# ---- design 1 ----
### Placed standard cells, design 1

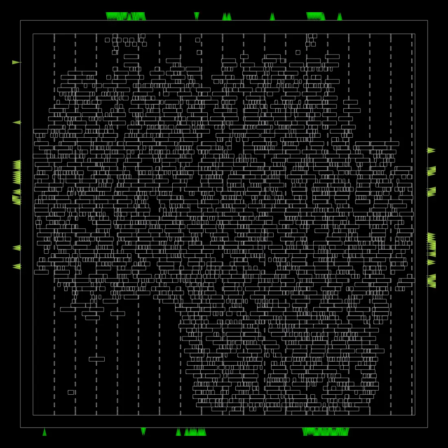

## config.mk

```make
export PLATFORM = sky130hd
export DESIGN_NAME = array_arb
export DESIGN_NICKNAME = d
export VERILOG_FILES = /design/src/rtl/array_arb.sv
export SDC_FILE = /design/constraint.sdc
export NUM_CORES = 1
export LEC_CHECK = 0
export CAP_MARGIN = 25
export CORE_MARGIN = 8
export CORE_UTILIZATION = 40
export CTS_BUF_LIST = sky130_fd_sc_hd__clkbuf_8 sky130_fd_sc_hd__clkbuf_16
export CTS_CLUSTER_SIZE = 16
export DETAILED_ROUTE_END_ITERATION = 6
export DONT_BUFFER_PORTS = 1
export SLEW_MARGIN = 20
export SYNTH_ARGS = -nofsm -noshare
export SYNTH_HDL_FRONTEND = slang
export SYNTH_SLANG_ARGS = --single-unit
```

## constraint.sdc

```tcl
create_clock -name clk -period 2.5 [get_ports clk]
set_input_delay 0.25 -clock clk [delete_from_list [all_inputs] [get_ports clk]]
set_output_delay 0.25 -clock clk [all_outputs]
set_load 0.03 [all_outputs]
```

## src/rtl/array_arb.sv

```systemverilog
// array_arb -- W-bit, N-entry register array shared by C request channels.
//
// A round-robin arbiter accepts at most one access per cycle. Writes land at
// the acceptance edge; reads return registered data one cycle after acceptance.
//
// Optional feature: define ARRAY_BOUNDS_EN to add the address range check
// (out-of-range writes are suppressed, out-of-range reads return zero, and
// the err port pulses). Without it the err port does not exist.
//
// Ports:
//   clk        rising-edge clock
//   nrst       asynchronous active-low reset
//   req_valid  [C]      per-channel request valid
//   req_ready  [C]      per-channel grant (combinational, one-hot or zero)
//   req_we     [C]      1 = write, 0 = read
//   req_addr   [C*AW]   packed addresses, channel k at [k*AW +: AW]
//   req_di     [C*W]    packed write data
//   rd_valid   [C]      one-cycle read-data strobe per channel
//   rd_do      [C*W]    packed read data, held until the next read
//   err        [C]      out-of-range pulse (ARRAY_BOUNDS_EN only)
module array_arb #(
  parameter int N = 16,
  parameter int W = 32,
  parameter int C = 2,
  localparam int AW = $clog2(N)
) (
  input  logic            clk,
  input  logic            nrst,
  input  logic [C-1:0]    req_valid,
  output logic [C-1:0]    req_ready,
  input  logic [C-1:0]    req_we,
  input  logic [C*AW-1:0] req_addr,
  input  logic [C*W-1:0]  req_di,
  output logic [C-1:0]    rd_valid,
  output logic [C*W-1:0]  rd_do
`ifdef ARRAY_BOUNDS_EN
  ,
  output logic [C-1:0]    err
`endif
);

  localparam int PW = (C > 1) ? $clog2(C) : 1;

  logic [PW-1:0] ptr_r;
  logic [W-1:0]  mem_r [N];

  logic          gnt_s;
  logic [PW-1:0] gnt_idx_s;
  logic          gnt_we_s;
  logic [AW-1:0] gnt_addr_s;
  logic [W-1:0]  gnt_di_s;
  logic          oob_s;
  logic [W-1:0]  rd_data_s;
  logic [C-1:0]  rd_hit_s;

  // Round-robin search: first pass covers channels at or above the pointer,
  // second pass wraps around to the channels below it.
  always_comb begin
    req_ready = {C{1'b0}};
    gnt_s     = 1'b0;
    for (int i = 0; i < C; i++) begin
      if (!gnt_s && req_valid[i] && (PW'(i) >= ptr_r)) begin
        req_ready[i] = 1'b1;
        gnt_s        = 1'b1;
      end else begin
        gnt_s = gnt_s;
      end
    end
    for (int i = 0; i < C; i++) begin
      if (!gnt_s && req_valid[i]) begin
        req_ready[i] = 1'b1;
        gnt_s        = 1'b1;
      end else begin
        gnt_s = gnt_s;
      end
    end
  end

  // Select the granted channel's payload from the one-hot grant.
  always_comb begin
    gnt_idx_s  = {PW{1'b0}};
    gnt_we_s   = 1'b0;
    gnt_addr_s = {AW{1'b0}};
    gnt_di_s   = {W{1'b0}};
    for (int i = 0; i < C; i++) begin
      if (req_ready[i]) begin
        gnt_idx_s  = PW'(i);
        gnt_we_s   = req_we[i];
        gnt_addr_s = req_addr[i*AW +: AW];
        gnt_di_s   = req_di[i*W +: W];
      end else begin
        gnt_idx_s = gnt_idx_s;
      end
    end
  end

`ifdef ARRAY_BOUNDS_EN
  // Extra bit so N == 2**AW compares correctly.
  assign oob_s = ({1'b0, gnt_addr_s} >= (AW+1)'(N));
`else
  assign oob_s = 1'b0;
`endif

  assign rd_data_s = oob_s ? {W{1'b0}} : mem_r[gnt_addr_s];
  assign rd_hit_s  = req_ready & ~req_we;

  // Arbiter pointer: moves just past the last granted channel.
  always_ff @(posedge clk or negedge nrst) begin
    if (!nrst) begin
      ptr_r <= {PW{1'b0}};
    end else if (gnt_s) begin
      ptr_r <= (gnt_idx_s == PW'(C-1)) ? {PW{1'b0}} : gnt_idx_s + PW'(1'b1);
    end
  end

  // Storage: reset loads each entry with its own index.
  always_ff @(posedge clk or negedge nrst) begin
    if (!nrst) begin
      for (int i = 0; i < N; i++) begin
        mem_r[i] <= W'(i);
      end
    end else if (gnt_s && gnt_we_s && !oob_s) begin
      mem_r[gnt_addr_s] <= gnt_di_s;
    end
  end

  // Read return: strobe for exactly one cycle, data held until next read.
  always_ff @(posedge clk or negedge nrst) begin
    if (!nrst) begin
      rd_valid <= {C{1'b0}};
      rd_do    <= {(C*W){1'b0}};
    end else begin
      rd_valid <= rd_hit_s;
      for (int k = 0; k < C; k++) begin
        if (rd_hit_s[k]) begin
          rd_do[k*W +: W] <= rd_data_s;
        end
      end
    end
  end

`ifdef ARRAY_BOUNDS_EN
  // Out-of-range pulse on the granted channel, one cycle after acceptance.
  always_ff @(posedge clk or negedge nrst) begin
    if (!nrst) begin
      err <= {C{1'b0}};
    end else begin
      err <= req_ready & {C{oob_s}};
    end
  end
`endif

endmodule

```

# ---- design 2 ----
<file path="src/rtl/button_conditioner.sv">
// rtl/button_conditioner.sv - pushbutton/switch conditioner with debounce and auto-repeat
//
// Synchronizes four raw asynchronous inputs. The two active-low keys are
// debounced and turned into single-cycle increment pulses: one on the press,
// one after REPEAT_DELAY, then one every REPEAT_PERIOD while the key is held.
// Key pulses are gated by the synchronized set-mode switch.
//
// Ports:
//   clk              system clock
//   reset            asynchronous active-low reset
//   key_hours_n      raw hours key, low = pressed
//   key_minutes_n    raw minutes key, low = pressed
//   mode_switch_raw  raw set-mode switch, high = set mode
//   hour_mode_raw    raw 12/24 switch, high = 12-hour
//   button_hours     one-cycle hours increment pulse
//   button_minutes   one-cycle minutes increment pulse
//   mode_switch      synchronized set-mode level
//   hour_mode_switch synchronized 12/24 level

module button_conditioner #(
    parameter int DEBOUNCE_CYCLES = 1000000,
    parameter int REPEAT_DELAY    = 25000000,
    parameter int REPEAT_PERIOD   = 10000000
) (
    input  logic clk,
    input  logic reset,
    input  logic key_hours_n,
    input  logic key_minutes_n,
    input  logic mode_switch_raw,
    input  logic hour_mode_raw,
    output logic button_hours,
    output logic button_minutes,
    output logic mode_switch,
    output logic hour_mode_switch
);

    localparam int MAX_AB = (DEBOUNCE_CYCLES > REPEAT_DELAY) ? DEBOUNCE_CYCLES : REPEAT_DELAY;
    localparam int MAX_C  = (MAX_AB > REPEAT_PERIOD) ? MAX_AB : REPEAT_PERIOD;
    localparam int CW     = $clog2(MAX_C + 1);

    localparam logic [CW-1:0] DB_LAST = CW'(DEBOUNCE_CYCLES - 1);
    localparam logic [CW-1:0] RD_LAST = CW'(REPEAT_DELAY - 1);
    localparam logic [CW-1:0] RP_LAST = CW'(REPEAT_PERIOD - 1);

    typedef enum logic [1:0] {
        ST_IDLE   = 2'd0,
        ST_HOLD   = 2'd1,
        ST_REPEAT = 2'd2
    } state_t;

    // Switch synchronizers: bit 0 = set mode, bit 1 = 12/24.
    logic [1:0] sw_meta_q, sw_meta_d;
    logic [1:0] sw_sync_q, sw_sync_d;

    // Counts the first two edges after reset so the key synchronizers have
    // been filled with real samples before a key may be judged released.
    logic [1:0] settle_q, settle_d;
    logic       settle_done;

    logic [1:0] key_raw;
    logic [1:0] pulse_bits;

    assign key_raw     = {key_minutes_n, key_hours_n};
    assign settle_done = (settle_q == 2'd2);

    always_comb begin
        sw_meta_d = {hour_mode_raw, mode_switch_raw};
        sw_sync_d = sw_meta_q;
        settle_d  = settle_done ? settle_q : settle_q + 2'd1;
    end

    always_ff @(posedge clk or negedge reset) begin
        if (!reset) begin
            sw_meta_q <= 2'b00;
            sw_sync_q <= 2'b00;
            settle_q  <= 2'd0;
        end else begin
            sw_meta_q <= sw_meta_d;
            sw_sync_q <= sw_sync_d;
            settle_q  <= settle_d;
        end
    end

    assign mode_switch      = sw_sync_q[0];
    assign hour_mode_switch = sw_sync_q[1];

    for (genvar g = 0; g < 2; g++) begin : g_key
        logic          key_meta_q, key_meta_d;
        logic          key_sync_q, key_sync_d;
        logic          deb_q, deb_d;
        logic [CW-1:0] db_cnt_q, db_cnt_d;
        logic          armed_q, armed_d;
        state_t        state_q, state_d;
        logic [CW-1:0] tmr_q, tmr_d;
        logic          fire_q, fire_d;
        logic          pulse_q, pulse_d;

        always_comb begin
            key_meta_d = key_raw[g];
            key_sync_d = key_meta_q;

            deb_d    = deb_q;
            db_cnt_d = '0;
            if (key_sync_q != deb_q) begin
                if (db_cnt_q == DB_LAST) begin
                    deb_d = key_sync_q;
                end else begin
                    db_cnt_d = db_cnt_q + CW'(1);
                end
            end

            // A key held through reset must be seen released (both raw and
            // debounced) before a press is allowed to start the FSM.
            armed_d = armed_q | (settle_done & key_sync_q & deb_q);

            state_d = state_q;
            tmr_d   = tmr_q;
            fire_d  = 1'b0;
            case (state_q)
                ST_IDLE: begin
                    tmr_d = '0;
                    if (!deb_q && armed_q) begin
                        state_d = ST_HOLD;
                        fire_d  = 1'b1;
                    end
                end
                ST_HOLD: begin
                    if (deb_q) begin
                        state_d = ST_IDLE;
                        tmr_d   = '0;
                    end else if (tmr_q == RD_LAST) begin
                        state_d = ST_REPEAT;
                        tmr_d   = '0;
                        fire_d  = 1'b1;
                    end else begin
                        tmr_d = tmr_q + CW'(1);
                    end
                end
                ST_REPEAT: begin
                    if (deb_q) begin
                        state_d = ST_IDLE;
                        tmr_d   = '0;
                    end else if (tmr_q == RP_LAST) begin
                        tmr_d  = '0;
                        fire_d = 1'b1;
                    end else begin
                        tmr_d = tmr_q + CW'(1);
                    end
                end
                default: begin
                    state_d = ST_IDLE;
                    tmr_d   = '0;
                end
            endcase

            // The FSM keeps running in run mode; only the output is gated.
            pulse_d = fire_q & sw_sync_q[0];
        end

        always_ff @(posedge clk or negedge reset) begin
            if (!reset) begin
                key_meta_q <= 1'b1;
                key_sync_q <= 1'b1;
                deb_q      <= 1'b1;
                db_cnt_q   <= '0;
                armed_q    <= 1'b0;
                state_q    <= ST_IDLE;
                tmr_q      <= '0;
                fire_q     <= 1'b0;
                pulse_q    <= 1'b0;
            end else begin
                key_meta_q <= key_meta_d;
                key_sync_q <= key_sync_d;
                deb_q      <= deb_d;
                db_cnt_q   <= db_cnt_d;
                armed_q    <= armed_d;
                state_q    <= state_d;
                tmr_q      <= tmr_d;
                fire_q     <= fire_d;
                pulse_q    <= pulse_d;
            end
        end

        assign pulse_bits[g] = pulse_q;
    end

    assign button_hours   = pulse_bits[0];
    assign button_minutes = pulse_bits[1];

endmodule
</file>
<file path="config.mk">
export PLATFORM = sky130hd
export DESIGN_NAME = button_conditioner
export DESIGN_NICKNAME = d
export VERILOG_FILES = /design/src/rtl/button_conditioner.sv
export SDC_FILE = /design/constraint.sdc
export NUM_CORES = 1
export LEC_CHECK = 0
export ABC_AREA = 1
export CORE_AREA = 4 4 136 138
export CTS_BUF_LIST = sky130_fd_sc_hd__clkbuf_4 sky130_fd_sc_hd__clkbuf_8
export DETAILED_ROUTE_END_ITERATION = 7
export DIE_AREA = 0 0 140 142
export PLACE_DENSITY = 0.6
export SLEW_MARGIN = 20
export SYNTH_ARGS = -nofsm -noshare
export SYNTH_HDL_FRONTEND = slang
export SYNTH_SLANG_ARGS = --single-unit
export TNS_END_PERCENT = 1
</file>
<file path="constraint.sdc">
create_clock -name clk -period 3.98 [get_ports clk]
set_clock_uncertainty 0.1 [all_clocks]
set_input_delay 0.597 -clock clk [delete_from_list [all_inputs] [get_ports clk]]
set_output_delay 0.597 -clock clk [all_outputs]
set_load 0.05 [all_outputs]
</file>
### Gate families picked out, design 1

Scale bar: 100 um.
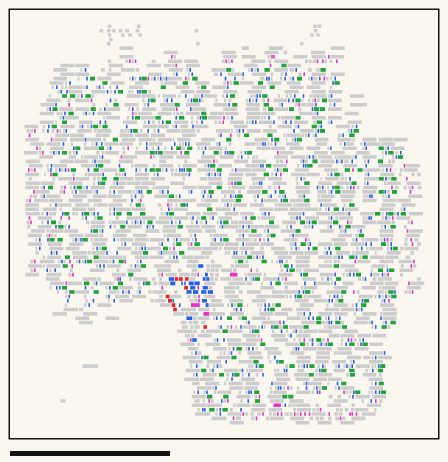
nor cells -> magenta  # cells 137, most used nor2_1, where spread over the die
mux cells -> green  # cells 256, most used mux2i_1, where spread over the die
and/or cells -> red  # cells 9, most used or3_2
nand cells -> blue  # cells 534, most used nand2_1, where spread over the die

Notes on 'Placed standard cells' of design 1 above:
fin cells: 3,338
tap cell count: 846
Flops: 579
Row Count: 92
sequential cell area share: 50.89%

==> notes.md, design 1 <==
impl run done, here's what came out: clock skew=0.03212 ns, die height=267.2 um, Leak Pwr=12.49 nW, register area share after synthesis=57.54%, drt drc=0, Rel. slew slack=28.20%, status=finished clean, CP delay by family, top=simple AND/OR/NAND/NOR gates, MUX area fraction=10.15%, drt pass-1 iters=5, RSZ-0062 raised after global routing=false, Final min period=2.404 ns, Hold Vio Cnt, Final=0, CTS H-tree depth=2, CTS Buf Count=60, WHS=0.01192 ns, synth unique cells=34, average cell area after synthesis=10.19 um2, I/O pins=146, clk buf depth=3, Worst Hold Path EP=mem_r[138], Synth area leader=dfrtp_1
design 1: layout make-up:
type,count,area (um2)
fill,5817,34180
sequential,579,14530
multi-input combinational,1683,9505
clock buffer,75,1708
timing repair buffer,125,1504
tap,846,1059
clock inverter,30,246.5
design 1: cell usage after synthesis (47+ instances only):
cell type / count
o21ai_1: 153
buf_2: 47
o21ai_0: 349
nand2_1: 516
o22ai_1: 128
mux2i_1: 256
clkbuf_1: 99
buf_6: 51
nor2_1: 133
dfrtp_1: 547
a31oi_1: 64
design 1: metrics by stage:
stage / setup slack [ns] / total power [W]
4_1_cts: 0.06216 / 0.02819
3_3_place_gp: -0.03767 / 0.01892
2_1_floorplan: 0.4604 / 0.01763
5_1_grt: 0.008781 / 0.02984
3_5_place_dp: -0.05626 / 0.01930
6_report: 0.09620 / 0.02812
design 1: what timing repair did:
item                                    CTS  global route
hold endpoints to repair                587           187
endpoints found under the setup margin   14            56
setup buffers                             0             3
pin swaps                                 0             4
gates resized                             3             5
hold buffers                              4             2
design 1: sequential cells by signal (all words and copies together), names as in the netlist:
signal and cells:
rd_valid 2, mem_r 512, ptr_r 1, rd_do 64
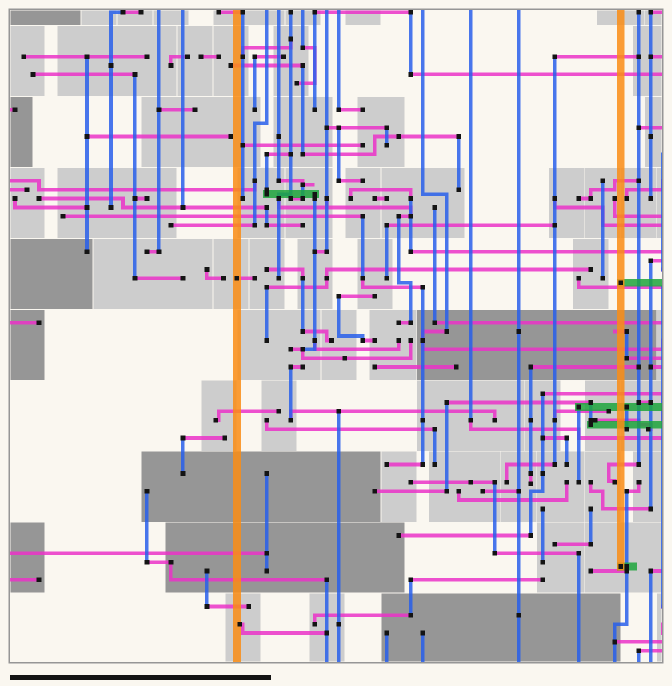
*Layout detail, design 2*
Scale bar: 10 um. Window x 58 to 83, y 30 to 55 um. Cells in grey, sequential cells in the stronger grey; small squares are vias.
M4 -> orange
M1 -> magenta
M3 -> green
M2 -> blue
netlist names of flops here include = g_key.tmr_q (4)
cells with their middle in the window = 45
sequential cells in the window = 4
most frequent = inv_1 (8), nor2_1 (8), nand2_1 (7)

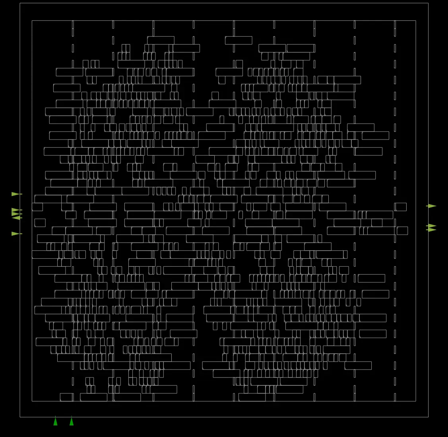
*Placed standard cells, design 2*
Flops: 122
core area: 0.01718 mm2

==> notes.md, design 2 <==
impl run done, here's what came out: status=finished clean, R2R depth=10, CTS Hold Buffers Added=0, Tot GR Track Use=15.23%, CLK BUF=23, ys cells=911, Slew @ Worst Pin=0.9735 ns, Post-synth ARST share=100.0%, CP arrival=1.62 ns, Ys Warns=0, Hold WC Path Type=in2async, Hold Vio Cnt, Final=0, drt pass-1 iters=5, critical path's largest stage delay=0.82 ns, met1 WL=7116 um, Crit path depth=1, most frequent cell after synthesis=nand2_1, Post-synth EDFFs=0, r2r startpoint=g_key[0].db_cnt_q[0], Design Area, Final=0.007595 mm2, ANT cells=0, WHS=0.08538 ns, Via Count=5,577
[design 2: flip-flops by register name, summed over array words and instances (netlist names)]
register and flops:
button_hours 1, button_minutes 1, g_key.armed_q 2, g_key.db_cnt_q 50, g_key.deb_q 2, g_key.fire_q 2, g_key.key_meta_q 2, g_key.key_sync_q 2
g_key.state_q 4, g_key.tmr_q 50, settle_q 2, sw_meta_q 2, sw_sync_q 2
[design 2: worst register-to-register path, cell delays in order (launching register included)]
cell and delay [ns]:
dfrtp_1 0.37, ha_1 0.20, nand2_1 0.07, nor2_1 0.09, nand2_1 0.12, nor3_1 0.18
nand2_1 0.12, nand2_1 0.33, inv_1 0.17, nand2_1 0.09, nor2_1 0.04
[design 2: logic make-up after synthesis]
logic type                 after synthesis  share of synthesized area (%)
AOI/OAI and AO/OA                       35                          2.754
buffers and inverters                  122                          7.531
xor gates and xnor gates                41                          5.233
DFF                                    122                          44.60
and+or+nand+nor                        578                          37.51
adders and majority gates               13                          2.371
[design 2: power breakdown]
part           total [W]  switching, W  internal [W]
logic          0.0000560     0.0000428     0.0000132
clock network    0.00122      0.000493      0.000729
registers        0.00126    0.00000562       0.00125
total            0.00253      0.000541       0.00199


==> screenshots <==
Clock wires, drivers and flops.
shot_01.png
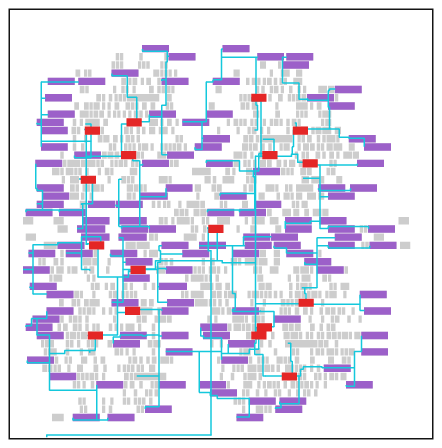
shot_02.png
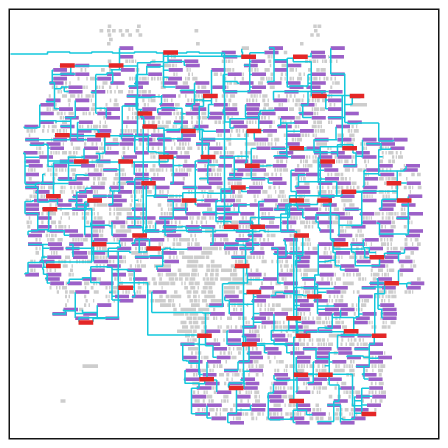
- most sequential cells: shot_02.png
shot_01.png is design 2.
shot_02.png is design 1.

Power figures rest on the tool's default switching activity, not on a simulated workload.
